# uart_cmd_decoder_flat

uart_cmd_decoder_flat, congestion heat map:
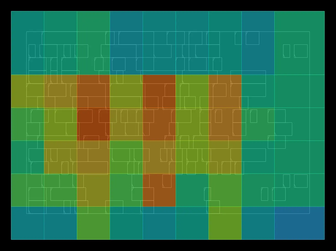

[src/rtl/uart_cmd_decoder_if.sv]
// Byte-level link between the UART core and the command decoder.
// The master is the UART (receiver strobe plus transmitter busy); the slave is the decoder.
interface uart_cmd_decoder_if;
  logic [7:0] rx_data;
  logic       rx_done;
  logic [7:0] tx_data;
  logic       tx_start;
  logic       tx_busy;

  modport master (
    output rx_data,
    output rx_done,
    output tx_busy,
    input  tx_data,
    input  tx_start
  );

  modport slave (
    input  rx_data,
    input  rx_done,
    input  tx_busy,
    output tx_data,
    output tx_start
  );
endinterface

[src/rtl/uart_cmd_decoder.sv]
// UART command decoder: digits select a mode, letters pulse start/pause/clear, other bytes count as errors.
// Define UART_CMD_ECHO_EN to build the one-entry acknowledge buffer and transmit handshake FSM.
module uart_cmd_decoder #(
  parameter int NUM_MODES    = 4,
  parameter int DEFAULT_MODE = 0,
  parameter int SEL_W        = (NUM_MODES > 1) ? $clog2(NUM_MODES) : 1,
  parameter int ERR_W        = 8
) (
  input  logic                 clk,
  input  logic                 rst_n,
  uart_cmd_decoder_if.slave    uart,
  output logic [SEL_W-1:0]     sel,
  output logic                 sel_changed,
  output logic                 start_pulse,
  output logic                 pause_pulse,
  output logic                 clear_pulse,
  output logic [ERR_W-1:0]     err_count
);

  localparam logic [7:0] ACK_OK  = 8'h4B;
  localparam logic [7:0] ACK_BAD = 8'h3F;

  logic [SEL_W-1:0] sel_q, sel_d;
  logic             sel_changed_q, sel_changed_d;
  logic             start_q, start_d;
  logic             pause_q, pause_d;
  logic             clear_q, clear_d;
  logic [ERR_W-1:0] err_q, err_d;

  logic             is_start, is_pause, is_clear, is_ctrl;
  logic [NUM_MODES-1:0] digit_hit;
  logic             digit_valid;
  logic [SEL_W-1:0] digit_sel;
  logic             byte_invalid;
  logic [7:0]       ack_new;

  assign is_start = (uart.rx_data == 8'h73) || (uart.rx_data == 8'h53);
  assign is_pause = (uart.rx_data == 8'h70) || (uart.rx_data == 8'h50);
  assign is_clear = (uart.rx_data == 8'h72) || (uart.rx_data == 8'h52);
  assign is_ctrl  = is_start || is_pause || is_clear;

  for (genvar gi = 0; gi < NUM_MODES; gi++) begin : g_digit
    assign digit_hit[gi] = (uart.rx_data == 8'(8'h30 + gi));
  end

  assign digit_valid  = |digit_hit;
  assign byte_invalid = !(is_ctrl || digit_valid);
  assign ack_new      = byte_invalid ? ACK_BAD : ACK_OK;

  always_comb begin
    digit_sel = '0;
    for (int i = 0; i < NUM_MODES; i++) begin
      if (digit_hit[i]) digit_sel = SEL_W'(i);
    end
  end

  // Only strobed bytes are decoded; every pulse defaults low so each lasts exactly one cycle.
  always_comb begin
    sel_d         = sel_q;
    sel_changed_d = 1'b0;
    start_d       = 1'b0;
    pause_d       = 1'b0;
    clear_d       = 1'b0;
    err_d         = err_q;
    if (uart.rx_done) begin
      if (is_start) begin
        start_d = 1'b1;
      end else if (is_pause) begin
        pause_d = 1'b1;
      end else if (is_clear) begin
        clear_d = 1'b1;
      end else if (digit_valid) begin
        sel_d         = digit_sel;
        sel_changed_d = (digit_sel != sel_q);
      end else if (err_q != {ERR_W{1'b1}}) begin
        err_d = err_q + 1'b1;
      end
    end
  end

  always_ff @(posedge clk) begin
    if (!rst_n) begin
      sel_q         <= SEL_W'(DEFAULT_MODE);
      sel_changed_q <= 1'b0;
      start_q       <= 1'b0;
      pause_q       <= 1'b0;
      clear_q       <= 1'b0;
      err_q         <= '0;
    end else begin
      sel_q         <= sel_d;
      sel_changed_q <= sel_changed_d;
      start_q       <= start_d;
      pause_q       <= pause_d;
      clear_q       <= clear_d;
      err_q         <= err_d;
    end
  end

  assign sel         = sel_q;
  assign sel_changed = sel_changed_q;
  assign start_pulse = start_q;
  assign pause_pulse = pause_q;
  assign clear_pulse = clear_q;
  assign err_count   = err_q;

`ifdef UART_CMD_ECHO_EN
  typedef enum logic [1:0] {
    ACK_IDLE = 2'd0,
    ACK_ARM  = 2'd1,
    ACK_BUSY = 2'd2
  } ack_state_e;

  ack_state_e state_q, state_d;
  logic       ack_pending_q, ack_pending_d;
  logic [7:0] ack_byte_q, ack_byte_d;
  logic       tx_start_q, tx_start_d;
  logic [7:0] tx_data_q, tx_data_d;
  logic       issue;

  always_ff @(posedge clk) begin
    if (!rst_n) begin
      state_q       <= ACK_IDLE;
      ack_pending_q <= 1'b0;
      ack_byte_q    <= 8'h00;
      tx_start_q    <= 1'b0;
      tx_data_q     <= 8'h00;
    end else begin
      state_q       <= state_d;
      ack_pending_q <= ack_pending_d;
      ack_byte_q    <= ack_byte_d;
      tx_start_q    <= tx_start_d;
      tx_data_q     <= tx_data_d;
    end
  end

  always_comb begin
    state_d = state_q;
    case (state_q)
      ACK_IDLE: if (ack_pending_q && !uart.tx_busy) state_d = ACK_ARM;
      ACK_ARM:  if (uart.tx_busy)                   state_d = ACK_BUSY;
      ACK_BUSY: if (!uart.tx_busy)                  state_d = ACK_IDLE;
      default:                                      state_d = ACK_IDLE;
    endcase
  end

  // A byte decoded in the issue cycle refills the buffer, so it is never dropped.
  always_comb begin
    issue         = (state_q == ACK_IDLE) && ack_pending_q && !uart.tx_busy;
    tx_start_d    = issue;
    tx_data_d     = issue ? ack_byte_q : tx_data_q;
    ack_pending_d = ack_pending_q && !issue;
    ack_byte_d    = ack_byte_q;
    if (uart.rx_done) begin
      ack_pending_d = 1'b1;
      ack_byte_d    = ack_new;
    end
  end

  assign uart.tx_start = tx_start_q;
  assign uart.tx_data  = tx_data_q;
`else
  logic unused_echo;
  assign unused_echo   = uart.tx_busy ^ (^ack_new);
  assign uart.tx_start = 1'b0;
  assign uart.tx_data  = 8'h00;
`endif

endmodule

[src/flat_wrapper.sv]
// flat-port wrapper written by rule: the top's interface ports become plain ports
module uart_cmd_decoder_flat 
#(
  parameter int NUM_MODES    = 4,
  parameter int DEFAULT_MODE = 0,
  parameter int SEL_W        = (NUM_MODES > 1) ? $clog2(NUM_MODES) : 1,
  parameter int ERR_W        = 8
)
  (clk, rst_n, sel, sel_changed, start_pulse, pause_pulse, clear_pulse, err_count, uart_rx_data, uart_rx_done, uart_tx_busy, uart_tx_data, uart_tx_start);
  uart_cmd_decoder_if uart_i ();
  input  logic clk;
  input  logic rst_n;
  output logic [SEL_W-1:0] sel;
  output logic sel_changed;
  output logic start_pulse;
  output logic pause_pulse;
  output logic clear_pulse;
  output logic [ERR_W-1:0] err_count;
  input wire logic [$bits(uart_i.rx_data)-1:0] uart_rx_data;
  input wire logic [$bits(uart_i.rx_done)-1:0] uart_rx_done;
  input wire logic [$bits(uart_i.tx_busy)-1:0] uart_tx_busy;
  output wire logic [$bits(uart_i.tx_data)-1:0] uart_tx_data;
  output wire logic [$bits(uart_i.tx_start)-1:0] uart_tx_start;
  assign uart_i.rx_data = uart_rx_data;
  assign uart_i.rx_done = uart_rx_done;
  assign uart_i.tx_busy = uart_tx_busy;
  assign uart_tx_data = uart_i.tx_data;
  assign uart_tx_start = uart_i.tx_start;
  uart_cmd_decoder #(.NUM_MODES(NUM_MODES), .DEFAULT_MODE(DEFAULT_MODE), .SEL_W(SEL_W), .ERR_W(ERR_W)) u_core (.clk(clk), .rst_n(rst_n), .uart(uart_i), .sel(sel), .sel_changed(sel_changed), .start_pulse(start_pulse), .pause_pulse(pause_pulse), .clear_pulse(clear_pulse), .err_count(err_count));
endmodule
[config.mk]
export PLATFORM = sky130hd
export DESIGN_NAME = uart_cmd_decoder_flat
export DESIGN_NICKNAME = d
export VERILOG_FILES = /design/src/rtl/uart_cmd_decoder_if.sv /design/src/rtl/uart_cmd_decoder.sv /design/src/flat_wrapper.sv
export SDC_FILE = /design/constraint.sdc
export NUM_CORES = 1
export LEC_CHECK = 0
export CAP_MARGIN = 15
export CELL_PAD_IN_SITES_DETAIL_PLACEMENT = 1
export CELL_PAD_IN_SITES_GLOBAL_PLACEMENT = 1
export CORE_ASPECT_RATIO = 0.7
export CORE_MARGIN = 3
export CORE_UTILIZATION = 30
export DETAILED_ROUTE_END_ITERATION = 8
export GPL_TIMING_DRIVEN = 0
export PLACE_DENSITY = 0.92
export SLEW_MARGIN = 10
export SYNTH_ARGS = -nofsm -noshare
export SYNTH_HDL_FRONTEND = slang
export SYNTH_SLANG_ARGS = --single-unit
[constraint.sdc]
create_clock -name clk -period 2.9 [get_ports clk]
set_input_delay 0.58 -clock clk [delete_from_list [all_inputs] [get_ports clk]]
set_output_delay 0.58 -clock clk [all_outputs]
set_load 0.02 [all_outputs]
# iram_access_ctrl

==> src/rtl/iram_access_ctrl.sv <==
// iram_access_ctrl
// Sequences 8051 execute-stage accesses to the internal RAM/SFR array.
// Byte and bit requests arrive over a req/done handshake. Bit addresses are
// translated to a byte address and a bit index. A bit write is done as a
// read-modify-write, so the RAM only ever sees plain byte read/write strobes.
module iram_access_ctrl #(
  parameter int ADDRESS_WIDTH = 8,
  parameter int RD_LATENCY    = 1
) (
  input  logic                     clock,
  input  logic                     reset,
  input  logic                     req,
  input  logic [1:0]               op,
  input  logic [ADDRESS_WIDTH-1:0] addr,
  input  logic [7:0]               wdata,
  input  logic                     wbit,
  output logic                     busy,
  output logic                     done,
  output logic [7:0]               rdata,
  output logic                     rbit,
  output logic [ADDRESS_WIDTH-1:0] ram_addr,
  output logic                     ram_rd,
  output logic                     ram_wr,
  output logic [7:0]               ram_wdata,
  input  logic [7:0]               ram_rdata
);

  typedef enum logic [2:0] {
    S_IDLE,
    S_ISSUE,
    S_WAIT,
    S_WRITE,
    S_DONE
  } state_t;

  localparam logic [1:0] OP_BYTE_RD = 2'b00;
  localparam logic [1:0] OP_BYTE_WR = 2'b01;
  localparam logic [1:0] OP_BIT_RD  = 2'b10;
  localparam logic [1:0] OP_BIT_WR  = 2'b11;

  // The read wait count runs 0..RD_LATENCY-1; the last value is the capture cycle.
  localparam logic [1:0] LAST_WAIT = 2'(RD_LATENCY - 1);

  // Bit addresses below 0x80 live in bytes 0x20..0x2F; the rest are SFR bytes
  // whose address is the bit address with the low three bits cleared.
  localparam logic [ADDRESS_WIDTH-1:0] BIT_AREA_BASE = ADDRESS_WIDTH'(8'h20);

  state_t     state;
  logic [1:0] op_q;
  logic [2:0] bit_idx;
  logic       wbit_q;
  logic [1:0] wait_cnt;
  logic [7:0] merged_byte;

  function automatic logic [ADDRESS_WIDTH-1:0] map_bit_addr(
    input logic [ADDRESS_WIDTH-1:0] a
  );
    if (a[ADDRESS_WIDTH-1]) begin
      return {a[ADDRESS_WIDTH-1:3], 3'b000};
    end
    return BIT_AREA_BASE + ADDRESS_WIDTH'(a[6:3]);
  endfunction

  // Read data with only the addressed bit replaced, for the write-back half of a bit write.
  always_comb begin
    merged_byte          = ram_rdata;
    merged_byte[bit_idx] = wbit_q;
  end

  // Access sequencer: all outputs are registered and set on the edge entering the state that owns them.
  always_ff @(posedge clock) begin
    if (reset) begin
      state     <= S_IDLE;
      op_q      <= OP_BYTE_RD;
      bit_idx   <= 3'd0;
      wbit_q    <= 1'b0;
      wait_cnt  <= 2'd0;
      busy      <= 1'b0;
      done      <= 1'b0;
      rdata     <= 8'h00;
      rbit      <= 1'b0;
      ram_addr  <= '0;
      ram_rd    <= 1'b0;
      ram_wr    <= 1'b0;
      ram_wdata <= 8'h00;
    end else begin
      done   <= 1'b0;
      ram_rd <= 1'b0;
      ram_wr <= 1'b0;
      case (state)
        S_IDLE: begin
          if (req) begin
            op_q     <= op;
            bit_idx  <= addr[2:0];
            wbit_q   <= wbit;
            wait_cnt <= 2'd0;
            busy     <= 1'b1;
            ram_addr <= op[1] ? map_bit_addr(addr) : addr;
            if (op == OP_BYTE_WR) begin
              ram_wr    <= 1'b1;
              ram_wdata <= wdata;
            end else begin
              ram_rd <= 1'b1;
            end
            state <= S_ISSUE;
          end
        end
        S_ISSUE: begin
          if (op_q == OP_BYTE_WR) begin
            done  <= 1'b1;
            state <= S_DONE;
          end else begin
            state <= S_WAIT;
          end
        end
        S_WAIT: begin
          if (wait_cnt == LAST_WAIT) begin
            case (op_q)
              OP_BYTE_RD: begin
                rdata <= ram_rdata;
                done  <= 1'b1;
                state <= S_DONE;
              end
              OP_BIT_RD: begin
                rbit  <= ram_rdata[bit_idx];
                done  <= 1'b1;
                state <= S_DONE;
              end
              OP_BIT_WR: begin
                ram_wr    <= 1'b1;
                ram_wdata <= merged_byte;
                state     <= S_WRITE;
              end
              default: begin
                done  <= 1'b1;
                state <= S_DONE;
              end
            endcase
          end else begin
            wait_cnt <= wait_cnt + 2'd1;
          end
        end
        S_WRITE: begin
          done  <= 1'b1;
          state <= S_DONE;
        end
        S_DONE: begin
          busy      <= 1'b0;
          ram_addr  <= '0;
          ram_wdata <= 8'h00;
          state     <= S_IDLE;
        end
        default: begin
          state <= S_IDLE;
        end
      endcase
    end
  end

endmodule

==> config.mk <==
export PLATFORM = sky130hd
export DESIGN_NAME = iram_access_ctrl
export DESIGN_NICKNAME = d
export VERILOG_FILES = /design/src/rtl/iram_access_ctrl.sv
export SDC_FILE = /design/constraint.sdc
export NUM_CORES = 1
export LEC_CHECK = 0
export CAP_MARGIN = 20
export CORE_UTILIZATION = 30
export DETAILED_ROUTE_END_ITERATION = 7
export SLEW_MARGIN = 20
export SYNTH_ARGS = -nofsm -noshare
export SYNTH_HDL_FRONTEND = slang
export SYNTH_SLANG_ARGS = --single-unit
==> constraint.sdc <==
create_clock -name clock -period 2.6 [get_ports clock]
set_clock_uncertainty 0.2 [all_clocks]
set_input_delay 0.65 -clock clock [delete_from_list [all_inputs] [get_ports clock]]
set_output_delay 0.65 -clock clock [all_outputs]
set_load 0.01 [all_outputs]
# cnu_serial

$ cat config.mk
export PLATFORM = sky130hd
export DESIGN_NAME = cnu_serial
export DESIGN_NICKNAME = d
export VERILOG_FILES = /design/src/rtl/cnu_serial.sv
export SDC_FILE = /design/constraint.sdc
export NUM_CORES = 1
export LEC_CHECK = 0
export CORE_MARGIN = 5
export CORE_UTILIZATION = 40
export CTS_CLUSTER_SIZE = 16
export DETAILED_ROUTE_END_ITERATION = 6
export PLACE_DENSITY = 0.59
export REMOVE_ABC_BUFFERS = 1
export SLEW_MARGIN = 20
export SYNTH_ARGS = -nofsm -noshare
export SYNTH_HDL_FRONTEND = slang
export SYNTH_SLANG_ARGS = --single-unit
$ cat constraint.sdc
create_clock -name clk -period 4.1 [get_ports clk]
set_input_delay 1.23 -clock clk [delete_from_list [all_inputs] [get_ports clk]]
set_output_delay 1.23 -clock clk [all_outputs]
set_load 0.005 [all_outputs]
$ cat src/rtl/cnu_serial.sv
// cnu_serial: serial min-sum check node unit, D q messages in, D r messages plus syndrome out.
module cnu_serial #(
  parameter int data_w = 8,
  parameter int D = 5,
  parameter int OFFSET = 0
) (
  input  logic                clk,
  input  logic                rst,
  input  logic                in_valid,
  output logic                in_ready,
  input  logic [data_w-1:0]   in_q,
  output logic                out_valid,
  input  logic                out_ready,
  output logic [data_w*D-1:0] r,
  output logic                syn
);
  localparam int MW = data_w - 1;
  localparam int IW = D > 1 ? $clog2(D) : 1;
  localparam logic [MW-1:0] MAXMAG = '1;
  localparam logic [MW-1:0] OFF = MW'(OFFSET);
  localparam logic [IW-1:0] LAST = IW'(D - 1);
  typedef enum logic {ACC, HOLD} state_t;
  state_t state_q;
  logic [IW-1:0] cnt_q, idx_q, h_idx_q, idx_d, s_idx;
  logic [MW-1:0] min1_q, min2_q, h_min1_q, h_min2_q, min1_d, min2_d, s_min1, s_min2, mag, m, mo;
  logic [D-1:0] sgn_q, h_sgn_q, sgn_d, s_sgn;
  logic par_q, h_par_q, par_d, s_par;
  logic [data_w-1:0] neg;
  logic [data_w*D-1:0] r_d;
  logic accept, xfer, last, direct, load, lt1, lt2;
  assign in_ready = state_q == ACC;
  assign accept = in_valid & in_ready;
  assign xfer = out_valid & out_ready;
  assign last = accept & (cnt_q == LAST);
  assign direct = ~out_valid | xfer;
  assign load = (state_q == ACC) ? last & direct : xfer;
  // -2^(data_w-1) negates to itself; its MSB flags the saturation case
  assign neg = -in_q;
  assign mag = in_q[data_w-1] ? (neg[data_w-1] ? MAXMAG : neg[MW-1:0]) : in_q[MW-1:0];
  assign lt1 = mag < min1_q;
  assign lt2 = mag < min2_q;
  assign min1_d = lt1 ? mag : min1_q;
  assign min2_d = lt1 ? min1_q : (lt2 ? mag : min2_q);
  assign idx_d = lt1 ? cnt_q : idx_q;
  assign par_d = par_q ^ in_q[data_w-1];
  always_comb begin
    sgn_d = sgn_q;
    sgn_d[cnt_q] = in_q[data_w-1];
  end
  assign s_min1 = (state_q == HOLD) ? h_min1_q : min1_d;
  assign s_min2 = (state_q == HOLD) ? h_min2_q : min2_d;
  assign s_idx = (state_q == HOLD) ? h_idx_q : idx_d;
  assign s_sgn = (state_q == HOLD) ? h_sgn_q : sgn_d;
  assign s_par = (state_q == HOLD) ? h_par_q : par_d;
  always_comb begin
    r_d = '0;
    m = '0;
    mo = '0;
    for (int k = 0; k < D; k++) begin
      m = (IW'(k) == s_idx) ? s_min2 : s_min1;
      mo = (m > OFF) ? m - OFF : '0;
      r_d[k*data_w +: data_w] = (s_par ^ s_sgn[k]) ? -{1'b0, mo} : {1'b0, mo};
    end
  end
  always_ff @(posedge clk or negedge rst) begin
    if (!rst) begin
      state_q <= ACC;
      cnt_q <= '0;
      min1_q <= MAXMAG;
      min2_q <= MAXMAG;
      idx_q <= '0;
      sgn_q <= '0;
      par_q <= 1'b0;
      h_min1_q <= MAXMAG;
      h_min2_q <= MAXMAG;
      h_idx_q <= '0;
      h_sgn_q <= '0;
      h_par_q <= 1'b0;
      out_valid <= 1'b0;
      r <= '0;
      syn <= 1'b0;
    end else begin
      if (accept) begin
        if (last) begin
          cnt_q <= '0;
          min1_q <= MAXMAG;
          min2_q <= MAXMAG;
          idx_q <= '0;
          sgn_q <= '0;
          par_q <= 1'b0;
          if (!direct) begin
            h_min1_q <= min1_d;
            h_min2_q <= min2_d;
            h_idx_q <= idx_d;
            h_sgn_q <= sgn_d;
            h_par_q <= par_d;
            state_q <= HOLD;
          end
        end else begin
          cnt_q <= cnt_q + 1'b1;
          min1_q <= min1_d;
          min2_q <= min2_d;
          idx_q <= idx_d;
          sgn_q <= sgn_d;
          par_q <= par_d;
        end
      end
      if (state_q == HOLD && xfer) state_q <= ACC;
      if (load) begin
        r <= r_d;
        syn <= s_par;
        out_valid <= 1'b1;
      end else if (xfer) begin
        out_valid <= 1'b0;
      end
    end
  end
endmodule

# lif_param_loader

===== src/rtl/lif_cfg_pkg.sv =====
// Shared configuration for the LIF neuron parameter loader: sizes, reset-default parameter image, FSM states.
// Latency: n/a (types and constants only).
// Backpressure: n/a.
package lif_cfg_pkg;

  localparam int unsigned LIF_NUM_PARAMS = 4;
  localparam int unsigned LIF_PARAM_W    = 8;
  localparam int unsigned LIF_AW         = $clog2(LIF_NUM_PARAMS);

  typedef logic [LIF_PARAM_W-1:0] lif_param_t;

  // Power-on neuron configuration: threshold, leak, weight_a, weight_b.
  localparam lif_param_t LIF_PARAM_DEFAULT [LIF_NUM_PARAMS] = '{8'h30, 8'h02, 8'h04, 8'h01};

  typedef enum logic [1:0] {
    LD_IDLE,
    LD_SHIFT,
    LD_SETTLE
  } lif_ld_state_t;

  // Default for slot k; slots beyond the default image come up as zero.
  function automatic lif_param_t lif_param_default(input int unsigned k);
    lif_param_t v;
    v = '0;
    if (k < LIF_NUM_PARAMS) v = LIF_PARAM_DEFAULT[k[LIF_AW-1:0]];
    return v;
  endfunction

endpackage


===== src/rtl/lif_param_bank.sv =====
// Register file holding the neuron parameter bytes, one write port and a single-bit combinational read port.
// Latency: write lands at the clock edge; read is combinational on (rd_word, rd_pos).
// Backpressure: none; the caller gates wr_en. Addresses outside the bank match no slot and are dropped.
module lif_param_bank
  import lif_cfg_pkg::*;
#(
  parameter int unsigned NUM_PARAMS = LIF_NUM_PARAMS,
  parameter int unsigned PARAM_W    = LIF_PARAM_W,
  localparam int unsigned AW        = $clog2(NUM_PARAMS),
  localparam int unsigned BW        = (PARAM_W > 1) ? $clog2(PARAM_W) : 1
) (
  input  logic               clk,
  input  logic               reset,
  input  logic               wr_en,
  input  logic [AW-1:0]      wr_addr,
  input  logic [PARAM_W-1:0] wr_data,
  input  logic [AW-1:0]      rd_word,
  input  logic [BW-1:0]      rd_pos,
  output logic               rd_bit
);

  logic [PARAM_W-1:0] param_q [NUM_PARAMS];

  for (genvar k = 0; k < NUM_PARAMS; k++) begin : g_slot
    // Slot k: restore its default on reset, otherwise take a write addressed to it.
    always_ff @(posedge clk) begin
      if (reset) begin
        param_q[k] <= PARAM_W'(lif_param_default(k));
      end else if (wr_en && (wr_addr == AW'(k))) begin
        param_q[k] <= wr_data;
      end
    end
  end

  assign rd_bit = param_q[rd_word][rd_pos];

endmodule


===== src/rtl/lif_param_loader.sv =====
// Serialises the parameter bank to the LIF neuron (MSB first, param 0 first) and waits for its params_ready ack.
// Latency: first frame bit one cycle after the cycle in which start is taken; done/error one cycle after the deciding sample.
// Backpressure: wr_ready low and start ignored (not queued) whenever the loader is not idle.
module lif_param_loader
  import lif_cfg_pkg::*;
#(
  parameter int unsigned NUM_PARAMS    = LIF_NUM_PARAMS,
  parameter int unsigned PARAM_W       = LIF_PARAM_W,
  parameter int unsigned READY_TIMEOUT = 16
) (
  input  logic                          clk,
  input  logic                          reset,
  input  logic                          wr_valid,
  output logic                          wr_ready,
  input  logic [$clog2(NUM_PARAMS)-1:0] wr_addr,
  input  logic [PARAM_W-1:0]            wr_data,
  input  logic                          start,
  output logic                          busy,
  output logic                          done,
  output logic                          error,
  output logic [7:0]                    frames_ok,
  output logic                          load_mode,
  output logic                          serial_data,
  input  logic                          params_ready
);

  localparam int unsigned AW = $clog2(NUM_PARAMS);
  localparam int unsigned IW = $clog2(NUM_PARAMS + 1);
  localparam int unsigned BW = (PARAM_W > 1) ? $clog2(PARAM_W) : 1;
  localparam int unsigned TW = $clog2(READY_TIMEOUT + 1);

  lif_ld_state_t state;
  logic [IW-1:0] word_idx;   // parameter currently being shifted; NUM_PARAMS means frame finished
  logic [BW-1:0] bit_idx;    // bits of that parameter already sent
  logic [TW-1:0] tmo_cnt;
  logic          seen_low;   // params_ready observed low since start, so a later high is a fresh ack
  logic          wr_en;
  logic          rd_bit;
  logic [BW-1:0] rd_pos;

  // Writes only land while idle; a write together with start is taken before the first bit is read.
  assign wr_ready = (state == LD_IDLE);
  assign wr_en    = wr_valid && wr_ready;
  assign rd_pos   = BW'(PARAM_W - 1) - bit_idx;

  lif_param_bank #(
    .NUM_PARAMS (NUM_PARAMS),
    .PARAM_W    (PARAM_W)
  ) u_bank (
    .clk     (clk),
    .reset   (reset),
    .wr_en   (wr_en),
    .wr_addr (wr_addr),
    .wr_data (wr_data),
    .rd_word (word_idx[AW-1:0]),
    .rd_pos  (rd_pos),
    .rd_bit  (rd_bit)
  );

  // Loader FSM: idle -> shift the frame out bit by bit -> settle waiting for a fresh params_ready.
  always_ff @(posedge clk) begin
    if (reset) begin
      state       <= LD_IDLE;
      word_idx    <= '0;
      bit_idx     <= '0;
      tmo_cnt     <= '0;
      seen_low    <= 1'b0;
      busy        <= 1'b0;
      done        <= 1'b0;
      error       <= 1'b0;
      frames_ok   <= 8'd0;
      load_mode   <= 1'b0;
      serial_data <= 1'b0;
    end else begin
      done  <= 1'b0;
      error <= 1'b0;
      if ((state != LD_IDLE) && !params_ready) seen_low <= 1'b1;

      case (state)
        LD_IDLE: begin
          if (start) begin
            state    <= LD_SHIFT;
            word_idx <= '0;
            bit_idx  <= '0;
            seen_low <= 1'b0;
            busy     <= 1'b1;
          end
        end

        LD_SHIFT: begin
          if (word_idx == IW'(NUM_PARAMS)) begin
            state       <= LD_SETTLE;
            load_mode   <= 1'b0;
            serial_data <= 1'b0;
            tmo_cnt     <= '0;
          end else begin
            load_mode   <= 1'b1;
            serial_data <= rd_bit;
            if (bit_idx == BW'(PARAM_W - 1)) begin
              bit_idx  <= '0;
              word_idx <= word_idx + IW'(1);
            end else begin
              bit_idx <= bit_idx + BW'(1);
            end
          end
        end

        LD_SETTLE: begin
          tmo_cnt <= tmo_cnt + TW'(1);
          // A fresh ack beats a timeout landing on the same cycle.
          if (seen_low && params_ready) begin
            done  <= 1'b1;
            busy  <= 1'b0;
            state <= LD_IDLE;
            if (frames_ok != 8'hFF) frames_ok <= frames_ok + 8'd1;
          end else if ((tmo_cnt + TW'(1)) == TW'(READY_TIMEOUT)) begin
            error <= 1'b1;
            busy  <= 1'b0;
            state <= LD_IDLE;
          end
        end

        default: begin
          state <= LD_IDLE;
          busy  <= 1'b0;
        end
      endcase
    end
  end

endmodule

===== config.mk =====
export PLATFORM = sky130hd
export DESIGN_NAME = lif_param_loader
export DESIGN_NICKNAME = d
export VERILOG_FILES = /design/src/rtl/lif_cfg_pkg.sv /design/src/rtl/lif_param_bank.sv /design/src/rtl/lif_param_loader.sv
export SDC_FILE = /design/constraint.sdc
export NUM_CORES = 1
export LEC_CHECK = 0
export ABC_AREA = 1
export CAP_MARGIN = 30
export CORE_MARGIN = 4
export CORE_UTILIZATION = 35
export DETAILED_ROUTE_END_ITERATION = 8
export PLACE_DENSITY = 0.65
export SLEW_MARGIN = 20
export SYNTH_ARGS = -nofsm -noshare
export SYNTH_HDL_FRONTEND = slang
export SYNTH_SLANG_ARGS = --single-unit

===== constraint.sdc =====
create_clock -name clk -period 1.3 [get_ports clk]
set_input_delay 0.195 -clock clk [delete_from_list [all_inputs] [get_ports clk]]
set_output_delay 0.195 -clock clk [all_outputs]
set_load 0.05 [all_outputs]

uart_cmd_decoder_flat, the metal 1 layer:
Bar = 20 µm.
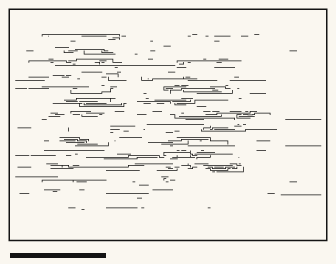
share of all routed wire: 43%
main direction: horizontal
wire length on this layer: 845 µm
detailed-route via count: 720
wirelength, routed: 1960 µm

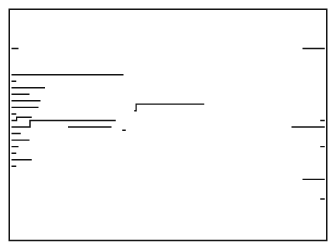
uart_cmd_decoder_flat: signal wires on met3
nets with wire on the layer: 23
wire length on this layer: 127 µm
main direction: horizontal
share of all routed wire: 6.5%
global-route track usage on met3: 5.87%

## Picture notes: 'congestion heat map' of uart_cmd_decoder_flat
final core utilization: 48.0%
busiest grt layer: met2
grt met2 use: 24.3%

==> summary.txt, uart_cmd_decoder_flat <==
Results of an implementation run.

The destination of the worst hold path is u_core.err_count[1]. Of the post-synthesis cell area, the part taken by muxes is 5.35%. The post-synthesis instance total is ~82.

Of all flip-flops after synthesis, the portion carrying an async set or reset was 0%. The data arrival time at the worst-slack endpoint is between 2 and 2.5 ns. Once synthesis finished, the tally of register bits stood at 14.

The most used standard cell by instance count after synthesis is dfxtp_1. Across the run, the number of max-cap violations was 0. The wire-length estimate of the detail-placed layout is between 1500 and 2000 µm.

The run finished with clean final reports. In this run the remaining antenna-violating nets after routing total 0. Gates resized during post-CTS repair numbered 0. In the layout the commonest cells are clkdlybuf4s50_1, dfxtp_1, buf_4, conb_1, nand2_1.

After routing, the total negative slack on setup checks comes to 0 ns. The number of endpoints failing setup at the final stage is 0. The initial antenna violation count is 0. The worst hold path begins at u_core.err_count[1]. The cell count in the Yosys report is just over 80. The worst setup path is launched from an input port.
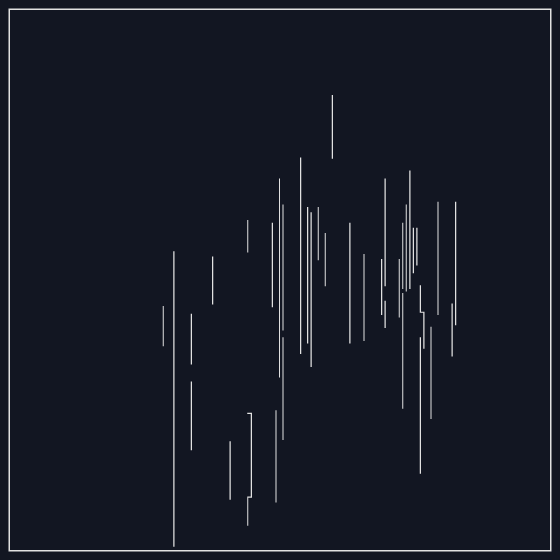
cnu_serial: the metal 4 layer
wire length on this layer: 900 µm
longest straight run: 76.8 µm
main direction: vertical
wirelength, routed: 24,700 µm
detailed-route via count: 7,346

==> summary.txt, cnu_serial <==
Results of an implementation run.

The number of synthesized flops with an enable pin is 0. The number of endpoints failing setup at the final stage is 40. The met3 global-route usage is 2.82%. The clock tree from TritonCTS is done. The proportion of final cell area spent on non-clock buffers is 24.7%. The post-CTS repair timing setup buffer count is 36. The largest register by flop count is r.

STA shows the worst reg2reg path with a cell count of 16. The checks that failed: setup timing. The setup slack after layout is -0.653 ns. The repair_antennas step left the layout with diodes totalling 0.

The worst hold slack after final layout is between 0.4 and 0.5 ns. The type of the worst setup path is in2reg. The flow ran to the end, but the final reports show violations. The top cell types in the final layout, fill and taps aside, are buf_4, nand2_1, dfrtp_1. The pre-CTS setup slack is -1.53 ns.
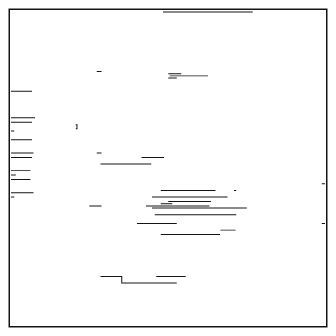
lif_param_loader: signal wires on met3
share of all routed wire: 5.0%
nets with wire on the layer: 30
wire length on this layer: 332 µm
longest straight run: 29.0 µm
main direction: horizontal
detailed-route via count: 2,422
wirelength, routed: 6690 µm
global-route track usage on met3: 3.59%

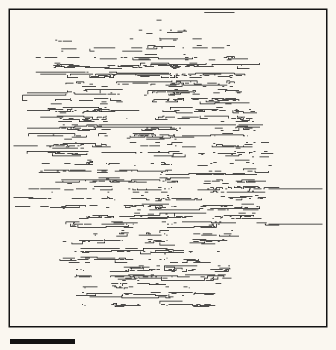
lif_param_loader: the metal 1 layer
Bar = 20 µm.
nets with wire on the layer: 386
share of all routed wire: 42%
met1 track demand over resource in global routing: 17.4%

==> summary.txt, lif_param_loader <==
Results of an implementation run.

The run finished, with violations left. The checks that failed: setup timing. The per-cell via count in the routed design is ~4.7.

The largest register by flop count is u_bank.param_q. The later-pin clock latency in the skew report is 0.33 ns. The initial antenna violation count is 0. The overall die area is around 9500 µm². The met2 layer wire length in the routed design is 3460 µm.

The remaining antenna violation count is 0. Tap insertion was completed with ~100 tapcells. In the post-route analysis, the smallest setup slack over all paths is -0.0760 ns.

The share of the cycle needed by the critical path after routing is 106%. The number of endpoints failing setup at the final stage is just over 50. The non-clock buffer total of the final layout is roughly 74.
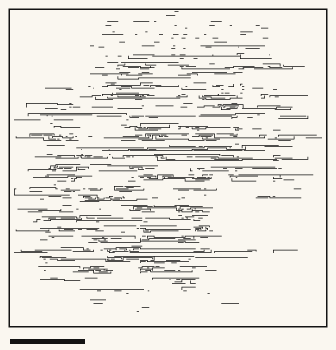
iram_access_ctrl: the metal 1 layer
Bar = 20 µm.
nets with wire on the layer: 272
share of all routed wire: 50%
detailed-route via count: 1,773
met1 track demand over resource in global routing: 18.8%
wirelength, routed: 4970 µm

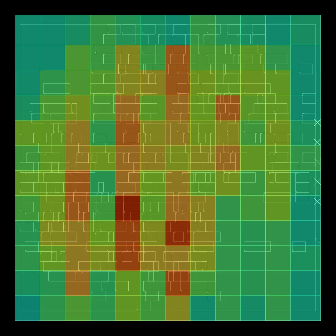
iram_access_ctrl: congestion heat map
final core utilization: 43.7%
busiest grt layer: met2
global-route track usage on met3: 4.03%
routed len/inst: 14.1 µm

==> summary.txt, iram_access_ctrl <==
Results of an implementation run.

The floorplan step records an initial core utilization of 31.6%. Of all flip-flops after synthesis, the portion carrying an async set or reset was 0%. Synthesis produced a netlist with a net count of around 250. The number of cell instances on the worst register-to-register path is 5.

The worst path uses approximately four fifths of the clock period. The highest metal layer used by the detailed router is met4. The registers reported with the highest flop counts are ram_addr: 8 flops, ram_wdata: 8 flops, rdata: 8 flops. STA classifies the critical path endpoint as a flop. The cell family contributing the most delay on the critical path is AND-OR/OR-AND gates. For this run, design rule violations remaining after detail routing come to 13.

The critical path data required time is around 2.6 ns. Per the synthesis report, the adder-cell share of the synthesized area is roughly 1.2%. The clock-cell share of area is around 4.0%. In this run the post-CTS setup repair buffer count came out at 0. The mean area per synthesized cell is 9.47 µm².

The final count of pins violating max slew is 0. The count of buffers inserted at the top-level ports is just under 60. The inverter count is 6. The final reports fail on DRC. The dominant non-sequential cell family after synthesis is AND-OR/OR-AND gates.

The placement row count is 29. All stages included, the depth of the critical timing path comes to 5. Detailed placement finished with a half-perimeter wire length of between 3000 and 4000 µm. The number of buffers inserted during clock tree synthesis is 5. The met2 demand-to-capacity share in global routing is between 20% and 30%.

The flow ran to the end, but the final reports show violations.

==> screenshots <==
Signal wires on met2.
image #1
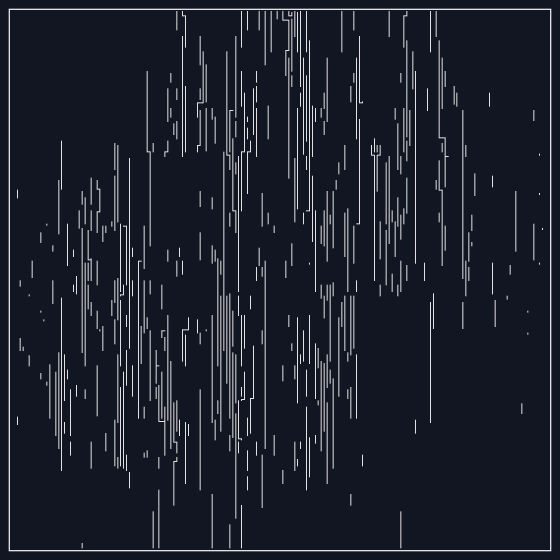
image #2
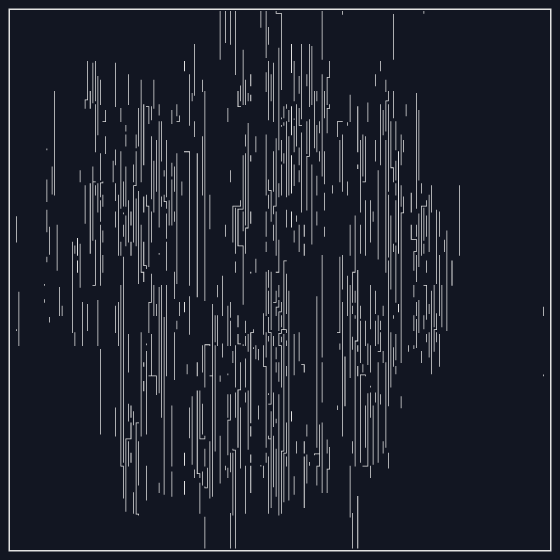
image #3
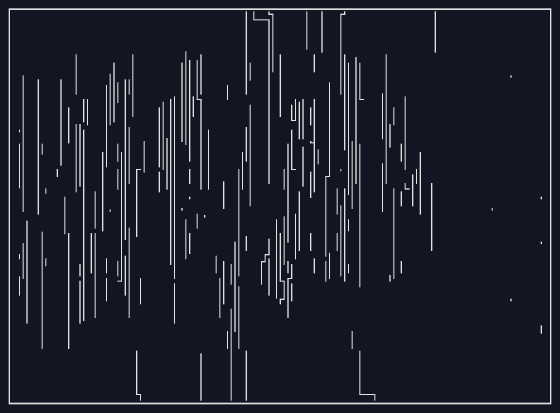
image #4
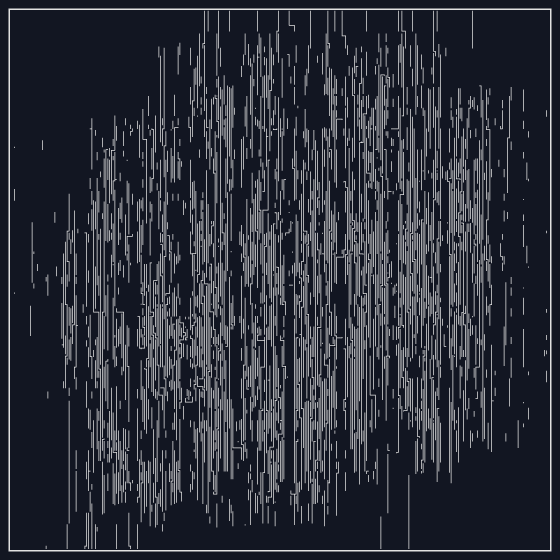
- image #2 = lif_param_loader
- image #4 = cnu_serial
- image #3 = uart_cmd_decoder_flat
- image #1 = iram_access_ctrl



## Gallery

Wires at chosen ports, followed through buffers.
Bar = 20 µm.
shot_01.png
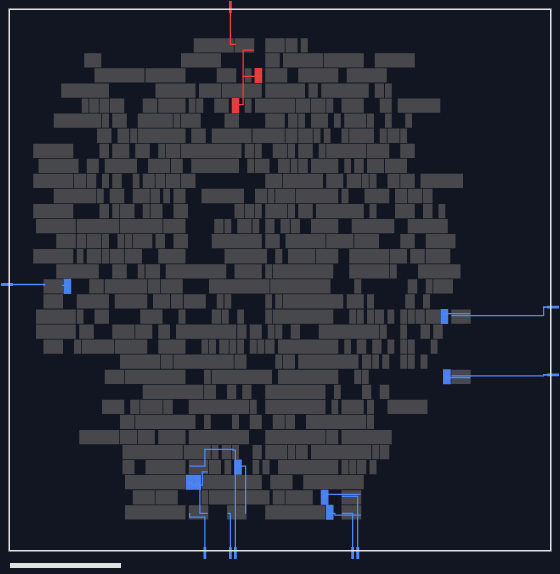
shot_02.png
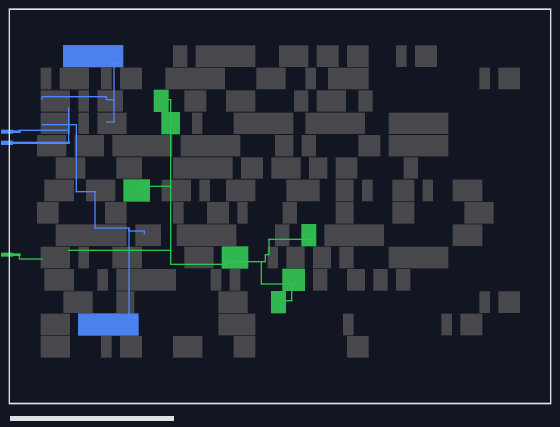
shot_03.png
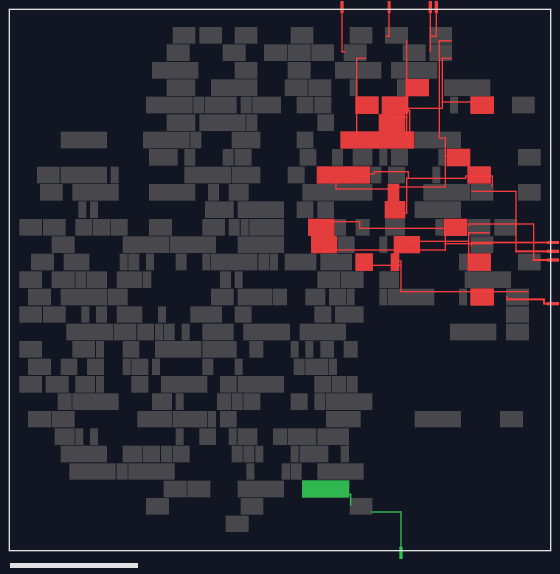
| picture | from |
|---|---|
| shot_03.png | iram_access_ctrl |
| shot_01.png | lif_param_loader |
| shot_02.png | uart_cmd_decoder_flat |
Of these, most cells: shot_01.png

Key to shot_03.png:
legend:
  done:
    color: green
    bits: 1
    direction: output
    edge: bottom
    end_cells: 1
    buffers: 1
    wire: 12.4 µm
  ram_rdata:
    color: red
    bits: 8
    direction: input
    edge: 4 right, 4 top
    end_cells: 22
    buffers: 8
    wire: 319 µm

